=== design 1 ===
**src/rtl/sap_sequencer.sv**
```systemverilog
// Microcode sequencer for the SAP-1 CPU: decodes T-state, opcode and flags into the
// 16-bit control word, with variable-length instructions, conditional jumps and halt latch.
module sap_sequencer #(
    parameter int unsigned MAX_STEPS       = 5,
    parameter bit          FIXED_LEN       = 1'b0,
    parameter bit          HALT_ON_UNKNOWN = 1'b0
) (
    input  logic                         clk,
    input  logic                         rst,
    input  logic                         en,
    input  logic [3:0]                   opcode,
    input  logic                         carry_f,
    input  logic                         zero_f,
    output logic [15:0]                  out,
    output logic [$clog2(MAX_STEPS)-1:0] step,
    output logic                         instr_done,
    output logic                         halted
);

    localparam int unsigned StepW = $clog2(MAX_STEPS);

    localparam logic [15:0] CwHlt = 16'h8000;
    localparam logic [15:0] CwMi  = 16'h4000;
    localparam logic [15:0] CwRi  = 16'h2000;
    localparam logic [15:0] CwRo  = 16'h1000;
    localparam logic [15:0] CwIo  = 16'h0800;
    localparam logic [15:0] CwIi  = 16'h0400;
    localparam logic [15:0] CwAi  = 16'h0200;
    localparam logic [15:0] CwAo  = 16'h0100;
    localparam logic [15:0] CwEo  = 16'h0080;
    localparam logic [15:0] CwSu  = 16'h0040;
    localparam logic [15:0] CwBi  = 16'h0020;
    localparam logic [15:0] CwOi  = 16'h0010;
    localparam logic [15:0] CwCe  = 16'h0008;
    localparam logic [15:0] CwCo  = 16'h0004;
    localparam logic [15:0] CwJ   = 16'h0002;
    localparam logic [15:0] CwFi  = 16'h0001;

    localparam logic [3:0] OpLda = 4'h1;
    localparam logic [3:0] OpAdd = 4'h2;
    localparam logic [3:0] OpSub = 4'h3;
    localparam logic [3:0] OpSta = 4'h4;
    localparam logic [3:0] OpLdi = 4'h5;
    localparam logic [3:0] OpJmp = 4'h6;
    localparam logic [3:0] OpJc  = 4'h7;
    localparam logic [3:0] OpJz  = 4'h8;
    localparam logic [3:0] OpOut = 4'hE;
    localparam logic [3:0] OpHlt = 4'hF;

    localparam logic [StepW-1:0] StepT0   = StepW'(0);
    localparam logic [StepW-1:0] StepT1   = StepW'(1);
    localparam logic [StepW-1:0] StepT2   = StepW'(2);
    localparam logic [StepW-1:0] StepT3   = StepW'(3);
    localparam logic [StepW-1:0] StepT4   = StepW'(4);
    localparam logic [StepW-1:0] StepLast = StepW'(MAX_STEPS - 1);

    logic [StepW-1:0] step_q, step_d;
    logic             halted_q, halted_d;

    logic             is_unknown;
    logic             is_hlt;
    logic             halt_now;
    logic             end_cond;
    logic [StepW-1:0] last_step;
    logic [15:0]      word;

    assign is_unknown = (opcode >= 4'h9) && (opcode <= 4'hD);
    assign is_hlt     = (opcode == OpHlt) || (HALT_ON_UNKNOWN && is_unknown);
    assign halt_now   = is_hlt && (step_q == StepT2);

    always_comb begin
        last_step = StepT2;
        case (opcode)
            OpLda, OpSta: last_step = StepT3;
            OpAdd, OpSub: last_step = StepT4;
            default:      last_step = StepT2;
        endcase
    end

    // Variable-length mode uses >= so a mid-instruction opcode change cannot strand the counter.
    assign end_cond = FIXED_LEN ? (step_q == StepLast) : (step_q >= last_step);

    always_comb begin
        word = 16'h0000;
        if (step_q == StepT0) begin
            word = CwCo | CwMi;
        end else if (step_q == StepT1) begin
            word = CwRo | CwIi | CwCe;
        end else if (step_q == StepT2) begin
            case (opcode)
                OpLda, OpAdd, OpSub, OpSta: word = CwIo | CwMi;
                OpLdi:   word = CwIo | CwAi;
                OpJmp:   word = CwIo | CwJ;
                OpJc:    word = carry_f ? (CwIo | CwJ) : 16'h0000;
                OpJz:    word = zero_f ? (CwIo | CwJ) : 16'h0000;
                OpOut:   word = CwAo | CwOi;
                default: word = is_hlt ? CwHlt : 16'h0000;
            endcase
        end else if (step_q == StepT3) begin
            case (opcode)
                OpLda:        word = CwRo | CwAi;
                OpAdd, OpSub: word = CwRo | CwBi;
                OpSta:        word = CwAo | CwRi;
                default:      word = 16'h0000;
            endcase
        end else if (step_q == StepT4) begin
            case (opcode)
                OpAdd:   word = CwEo | CwAi | CwFi;
                OpSub:   word = CwEo | CwSu | CwAi | CwFi;
                default: word = 16'h0000;
            endcase
        end
    end

    always_comb begin
        out        = 16'h0000;
        instr_done = 1'b0;
        if (halted_q) begin
            out = CwHlt;
        end else if (en) begin
            out        = word;
            instr_done = end_cond;
        end
    end

    always_comb begin
        step_d   = step_q;
        halted_d = halted_q;
        if (en && !halted_q) begin
            if (halt_now) begin
                halted_d = 1'b1;
            end else if (end_cond) begin
                step_d = StepT0;
            end else begin
                step_d = step_q + StepW'(1);
            end
        end
    end

    always_ff @(posedge clk) begin
        if (!rst) begin
            step_q   <= StepT0;
            halted_q <= 1'b0;
        end else begin
            step_q   <= step_d;
            halted_q <= halted_d;
        end
    end

    assign step   = step_q;
    assign halted = halted_q;

endmodule

```
**config.mk**
```make
export PLATFORM = sky130hd
export DESIGN_NAME = sap_sequencer
export DESIGN_NICKNAME = d
export VERILOG_FILES = /design/src/rtl/sap_sequencer.sv
export SDC_FILE = /design/constraint.sdc
export NUM_CORES = 1
export LEC_CHECK = 0
export CAP_MARGIN = 20
export CORE_MARGIN = 2
export CORE_UTILIZATION = 45
export CTS_CLUSTER_DIAMETER = 150
export CTS_CLUSTER_SIZE = 20
export DETAILED_ROUTE_END_ITERATION = 10
export GPL_ROUTABILITY_DRIVEN = 0
export PLACE_DENSITY = 0.84
export RECOVER_POWER = 50
export SLEW_MARGIN = 5
export SYNTH_ARGS = -nofsm -noshare
export SYNTH_HDL_FRONTEND = slang
export SYNTH_SLANG_ARGS = --single-unit
```
**constraint.sdc**
```tcl
create_clock -name clk -period 3.1 [get_ports clk]
set_input_delay 0.31 -clock clk [delete_from_list [all_inputs] [get_ports clk]]
set_output_delay 0.31 -clock clk [all_outputs]
set_load 0.005 [all_outputs]
```
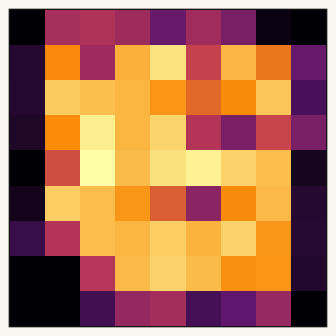
Fig. 1. Local utilization (design 1).
The die is cut into 9 by 9 equal tiles; black is low, pale yellow is high, 0 to 100% covered.
mean over tiles: 53%
fullest tile: 100%
nearly empty tiles: 9.9%
tiles over 75% full: 41%
densest ninth of the die: middle
emptiest ninth of the die: bottom left

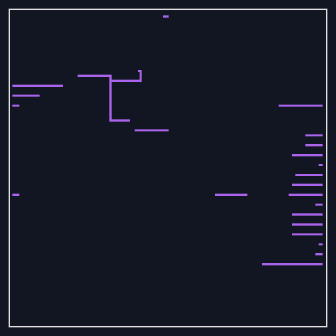
Fig. 2. M3 wires (design 1).
nets with wire on the layer: 22
main direction: horizontal
wire length on this layer: 86.1 um
share of all routed wire: 4.7%
longest straight run: 8.10 um

==> out/qor.rpt <==
FLOORPLAN
-------------------------------------------------------------------------------------
I/O Pins ...............................................................           30
Number of placement rows ...............................................           14
Horiz. Die Dim .........................................................      43.4 um
Die ar. ................................................................    1880 um^2

WORST HOLD PATH
-------------------------------------------------------------------------------------
Hold_sp ................................................................ step[0]$_SDFFE_PN0P_

CELLS AND AREA
-------------------------------------------------------------------------------------
Util after Layout ......................................................        0.689
Flip-flop and latch area ...............................................    80.1 um^2
Sequential portion of the cell area ....................................       0.0790
Area overhead of the layout relative to synthesis ......................        45.2%
Proportion of final cell area spent on non-clock buffers ...............        0.316

POWER
-------------------------------------------------------------------------------------
Power per unit of standard cell area ...................................  230 nW/um^2
P_seq ..................................................................      60.2 uW
Combinational power ....................................................       107 uW
Top contributor to total power ......................................... combinational logic

CRITICAL PATH
-------------------------------------------------------------------------------------
Reg-to-reg endpoint .................................................... step[2]$_SDFFE_PN0P_
CP startpoint kind .....................................................   input port
Endpoint required time on the critical path ............................      2.79 ns
Kind of cell adding the most delay to the critical path ................ buffers and inverters
Class of the most critical setup path ..................................    in -> out
Crit. Startpoint .......................................................    opcode[1]
Number of cells traversed by the worst register-to-register path .......            4

SYNTHESIS
-------------------------------------------------------------------------------------
Adders+Majority by Area ................................................        0.143
Proportion of synthesized chip area in sequential cells ................        0.115
Number of enable-type register cells in the synthesized netlist ........            0
Largest family of logic cells by area .................................. simple AND/OR/NAND/NOR gates
Number of storage elements in the synthesis netlist ....................            4
Ys Warns ...............................................................            0
Proportion of synthesized flip-flops having asynchronous set or reset ..            0
Post-synthesis net count ...............................................          110
Post-synthesis instance total ..........................................           93

GRT
-------------------------------------------------------------------------------------
Gr busiest metal .......................................................         met2
Pin count of the biggest net entering global routing ...................           13
Met1 GRT Util ..........................................................        0.276

TIMING
-------------------------------------------------------------------------------------
Setup repair after global routing missed its margin ....................        false
Tightest Pin Transition ................................................     0.382 ns
Post-layout worst setup margin .........................................     0.252 ns

ROUTE
-------------------------------------------------------------------------------------
Routed wire length per instance ........................................      13.4 um
Routed via count .......................................................          781
Final wirelength .......................................................      1850 um
Count of routing violations after the opening detailed-route iteration .           27
Highest routed layer ...................................................         met4

RUN
-------------------------------------------------------------------------------------
Total tool warning count ...............................................           29

PLACEMENT
-------------------------------------------------------------------------------------
Placed Cells ...........................................................          135

OUTCOME
-------------------------------------------------------------------------------------
Status ................................................................. finished clean

CTS
-------------------------------------------------------------------------------------
CTS Sinks ..............................................................            4


=== design 2 ===
Fig. 3: design 2, routed metal per tile
The die is cut into 14 by 14 equal tiles; black is low, pale yellow is high, scaled to the fullest tile. Values are wire area over tile area, all layers added.
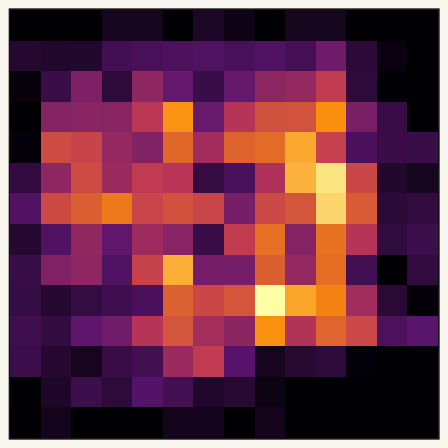
Fig. 4: design 2, register map, names as in the netlist
Other sequential cells in the stronger grey, the rest of the logic in the fainter grey.
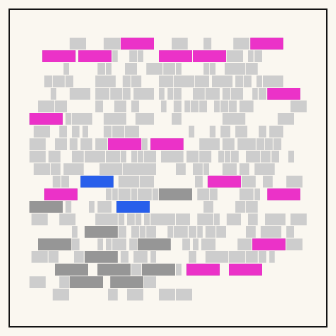
`src/rtl/quad_decoder_pkg.sv`:
```
// +----------------------------------------------------------------------+
// | qdec_pkg: shared phase/state types and the quadrature up-step table. |
// | Revision: 1.0                                                        |
// +----------------------------------------------------------------------+
`default_nettype none

package qdec_pkg;

  localparam int SYNC_STAGES = 2;

  typedef logic [1:0] phase_t;

  typedef enum logic [0:0] {
    INIT  = 1'b0,
    TRACK = 1'b1
  } state_t;

  // Phase {A,B} one step forward in the 00->10->11->01->00 cycle.
  function automatic phase_t next_up(input phase_t p);
    case (p)
      2'b00:   next_up = 2'b10;
      2'b10:   next_up = 2'b11;
      2'b11:   next_up = 2'b01;
      default: next_up = 2'b00;
    endcase
  endfunction

endpackage

`default_nettype wire

```
`src/rtl/quad_decoder_input.sv`:
```
// +----------------------------------------------------------------------+
// | qdec_input: one encoder channel, 2-flop synchronizer plus optional   |
// | glitch filter (QUAD_DECODER_FILTER_EN).                              |
// | Revision: 1.0                                                        |
// +----------------------------------------------------------------------+
`default_nettype none

module qdec_input
  import qdec_pkg::*;
`ifdef QUAD_DECODER_FILTER_EN
#(
  parameter int FILT_CYCLES = 3
)
`endif
(
  input  logic clk50m,
  input  logic rst_n,
  input  logic din,
  output logic dout
);

  logic [SYNC_STAGES-1:0] sync_q;
  logic [SYNC_STAGES-1:0] sync_d;

  always_comb begin
    sync_d = {sync_q[SYNC_STAGES-2:0], din};
  end

  always_ff @(posedge clk50m) begin
    if (!rst_n) begin
      sync_q <= '0;
    end else begin
      sync_q <= sync_d;
    end
  end

`ifdef QUAD_DECODER_FILTER_EN
  localparam int CNT_W = (FILT_CYCLES > 1) ? $clog2(FILT_CYCLES) : 1;

  logic             filt_q;
  logic             filt_d;
  logic [CNT_W-1:0] cnt_q;
  logic [CNT_W-1:0] cnt_d;

  // The count restarts whenever the input agrees with the filtered value.
  always_comb begin
    filt_d = filt_q;
    cnt_d  = '0;
    if (sync_q[SYNC_STAGES-1] != filt_q) begin
      if (cnt_q == CNT_W'(FILT_CYCLES - 1)) begin
        filt_d = sync_q[SYNC_STAGES-1];
      end else begin
        cnt_d = cnt_q + 1'b1;
      end
    end
  end

  always_ff @(posedge clk50m) begin
    if (!rst_n) begin
      filt_q <= 1'b0;
      cnt_q  <= '0;
    end else begin
      filt_q <= filt_d;
      cnt_q  <= cnt_d;
    end
  end

  assign dout = filt_q;
`else
  assign dout = sync_q[SYNC_STAGES-1];
`endif

endmodule

`default_nettype wire

```
`src/rtl/quad_decoder.sv`:
```
// +----------------------------------------------------------------------+
// | quad_decoder: x4 quadrature decoder with modulo position counter and |
// | illegal-transition flag. Optional filter: QUAD_DECODER_FILTER_EN.    |
// | Revision: 1.0                                                        |
// +----------------------------------------------------------------------+
`default_nettype none

module quad_decoder
  import qdec_pkg::*;
#(
  parameter int WIDTH       = 16,
  parameter int FILT_CYCLES = 3
)
(
  input  logic             clk50m,
  input  logic             rst_n,
  input  logic             a_in,
  input  logic             b_in,
  input  logic             clr,
  output logic [WIDTH-1:0] pos,
  output logic             step,
  output logic             down,
  output logic             err,
  output logic             err_sticky
);

`ifdef QUAD_DECODER_FILTER_EN
  localparam bit FILT_EN = 1'b1;
`else
  localparam bit FILT_EN = 1'b0;
`endif

  localparam int INIT_LEN = SYNC_STAGES + (FILT_EN ? FILT_CYCLES : 0);
  localparam int ICNT_W   = $clog2(INIT_LEN + 1);

  logic a_s;
  logic b_s;

`ifdef QUAD_DECODER_FILTER_EN
  qdec_input #(.FILT_CYCLES(FILT_CYCLES)) u_in_a (.clk50m(clk50m), .rst_n(rst_n), .din(a_in), .dout(a_s));
  qdec_input #(.FILT_CYCLES(FILT_CYCLES)) u_in_b (.clk50m(clk50m), .rst_n(rst_n), .din(b_in), .dout(b_s));
`else
  qdec_input u_in_a (.clk50m(clk50m), .rst_n(rst_n), .din(a_in), .dout(a_s));
  qdec_input u_in_b (.clk50m(clk50m), .rst_n(rst_n), .din(b_in), .dout(b_s));
`endif

  phase_t            phase;
  state_t            state_q,  state_d;
  logic [ICNT_W-1:0] icnt_q,   icnt_d;
  phase_t            ref_q,    ref_d;
  logic [WIDTH-1:0]  pos_q,    pos_d;
  logic              step_q,   step_d;
  logic              down_q,   down_d;
  logic              err_q,    err_d;
  logic              sticky_q, sticky_d;

  always_comb begin
    phase    = {a_s, b_s};
    state_d  = state_q;
    icnt_d   = icnt_q;
    ref_d    = ref_q;
    pos_d    = pos_q;
    step_d   = 1'b0;
    down_d   = down_q;
    err_d    = 1'b0;
    sticky_d = sticky_q;

    case (state_q)
      // Wait until the input pipeline carries real samples, not reset zeros.
      INIT: begin
        if (icnt_q == ICNT_W'(INIT_LEN)) begin
          ref_d   = phase;
          state_d = TRACK;
        end else begin
          icnt_d = icnt_q + 1'b1;
        end
      end
      TRACK: begin
        if (phase != ref_q) begin
          ref_d = phase;
          if (phase == next_up(ref_q)) begin
            step_d = 1'b1;
            down_d = 1'b0;
            pos_d  = pos_q + 1'b1;
          end else if (ref_q == next_up(phase)) begin
            step_d = 1'b1;
            down_d = 1'b1;
            pos_d  = pos_q - 1'b1;
          end else begin
            err_d    = 1'b1;
            sticky_d = 1'b1;
          end
        end
      end
      default: state_d = INIT;
    endcase

    if (clr) begin
      pos_d    = '0;
      sticky_d = 1'b0;
    end
  end

  always_ff @(posedge clk50m) begin
    if (!rst_n) begin
      state_q  <= INIT;
      icnt_q   <= '0;
      ref_q    <= '0;
      pos_q    <= '0;
      step_q   <= 1'b0;
      down_q   <= 1'b0;
      err_q    <= 1'b0;
      sticky_q <= 1'b0;
    end else begin
      state_q  <= state_d;
      icnt_q   <= icnt_d;
      ref_q    <= ref_d;
      pos_q    <= pos_d;
      step_q   <= step_d;
      down_q   <= down_d;
      err_q    <= err_d;
      sticky_q <= sticky_d;
    end
  end

  assign pos        = pos_q;
  assign step       = step_q;
  assign down       = down_q;
  assign err        = err_q;
  assign err_sticky = sticky_q;

endmodule

`default_nettype wire

```
`config.mk`:
```
export PLATFORM = sky130hd
export DESIGN_NAME = quad_decoder
export DESIGN_NICKNAME = d
export VERILOG_FILES = /design/src/rtl/quad_decoder_pkg.sv /design/src/rtl/quad_decoder_input.sv /design/src/rtl/quad_decoder.sv
export SDC_FILE = /design/constraint.sdc
export NUM_CORES = 1
export LEC_CHECK = 0
export ABC_CLOCK_PERIOD_IN_PS = 8230
export CAP_MARGIN = 20
export CORE_MARGIN = 4
export CORE_UTILIZATION = 50
export DETAILED_ROUTE_END_ITERATION = 8
export PLACE_DENSITY = 0.74
export RECOVER_POWER = 100
export SYNTH_ARGS = -nofsm -noshare
export SYNTH_HDL_FRONTEND = slang
export SYNTH_SLANG_ARGS = --single-unit
```
`constraint.sdc`:
```
create_clock -name clk50m -period 8.23 [get_ports clk50m]
set_clock_uncertainty 0.2 [all_clocks]
set_input_delay 1.646 -clock clk50m [delete_from_list [all_inputs] [get_ports clk50m]]
set_output_delay 1.646 -clock clk50m [all_outputs]
set_load 0.1 [all_outputs]
```
==> out/qor.rpt <==
POWER
-------------------------------------------------------------------------------------------------
Top contributor to total power ..................................................... sequential cells
Internal Power .....................................................................       269 uW
Power per unit of standard cell area ...............................................  199 nW/um^2

SYNTHESIS
-------------------------------------------------------------------------------------------------
Complex Gates by Area ..............................................................        0.264
Yosys top cell area share ..........................................................        0.317
Post-synthesis net count ...........................................................          240
Largest cells by area after synthesis .............................................. sky130_fd_sc_hd__dfxtp_1 32%, sky130_fd_sc_hd__ha_1 10%, sky130_fd_sc_hd__a21oi_1 6.3%, sky130_fd_sc_hd__nor2_1 4.3%, sky130_fd_sc_hd__nand2_1 3.7%
Post-synthesis cell count from yosys ...............................................          219
Synthesized area per cell ..........................................................    8.36 um^2
Number of distinct library cell variants in the gate-level netlist after synthesis .           51
Cell taking the most area after synthesis .......................................... sky130_fd_sc_hd__dfxtp_1
Proportion of synthesized chip area in sequential cells ............................        0.317
Summed instance area of the synthesized netlist ....................................    1830 um^2

CRITICAL PATH
-------------------------------------------------------------------------------------------------
Biggest fanout along the worst timing path .........................................           15
Reg-to-reg startpoint .............................................................. u_in_a.sync_q[1]$_SDFF_PN0_
Most prevalent standard cell on the critical path .................................. sky130_fd_sc_hd__o21ai_0
Crit. Startpoint ................................................................... u_in_a.sync_q[1]$_SDFF_PN0_
Number of cells traversed by the worst register-to-register path ...................           10
Crit path to ....................................................................... pos[15]$_SDFFE_PP0P_
Kind of end point of the critical path .............................................    flip-flop

ROUTE
-------------------------------------------------------------------------------------------------
Final wirelength ...................................................................      3930 um
Remaining routing DRC violations ...................................................            0

FLOORPLAN
-------------------------------------------------------------------------------------------------
Die ar. ............................................................................    4690 um^2
Standard cell core area ............................................................    3440 um^2

GRT
-------------------------------------------------------------------------------------------------
Combined global-route utilization of all metal layers ..............................        0.190
GRT Residual Overflow ..............................................................            0
Global routing usage on met3 .......................................................       0.0502

PLACEMENT
-------------------------------------------------------------------------------------------------
Placement Setup Slack ..............................................................      4.46 ns

TIMING
-------------------------------------------------------------------------------------------------
Max-slew violation count ...........................................................            0
TNS Setup ..........................................................................         0 ns
Fmax ...............................................................................      264 MHz

CELLS AND AREA
-------------------------------------------------------------------------------------------------
Multi-input gate area in the final layout ..........................................    1140 um^2
Multi-input gate share of the layout cell area .....................................        0.530
Multi-input gates ..................................................................          172
Non-clk bufs .......................................................................           24
Biggest area consumer among cell classes ........................................... multi-input combinational cells

CTS
-------------------------------------------------------------------------------------------------
Post-CTS sizing ....................................................................            0
Clock transition at the registers of the reported paths ............................      0.07 ns
Post-cts hold buffer count .........................................................            0

WORST HOLD PATH
-------------------------------------------------------------------------------------------------
Hold_sp ............................................................................ u_in_a.sync_q[0]$_SDFF_PN0_

OUTCOME
-------------------------------------------------------------------------------------------------
Status ............................................................................. finished clean

About Fig. 3:
mean over tiles: 0.13
nearly empty tiles: 18%
tiles over half the peak: 23%

About Fig. 4:
[`icnt_q`] blue | placed flops: 2
[`pos`] magenta | placed flops: 16 | where: widely spread



==> notes/layouts.md <==
Pictures saved along the way, in no particular order.

Placed standard cells.
Plate I
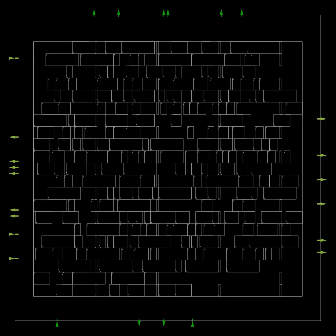
Plate II
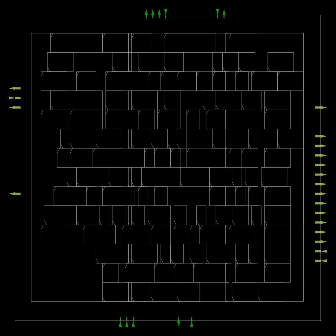
The one with the most cells is Plate I.
The one with the most sequential cells is Plate I.
- design 1 = Plate II
- design 2 = Plate I

Power is estimated from default activity; no workload was simulated.
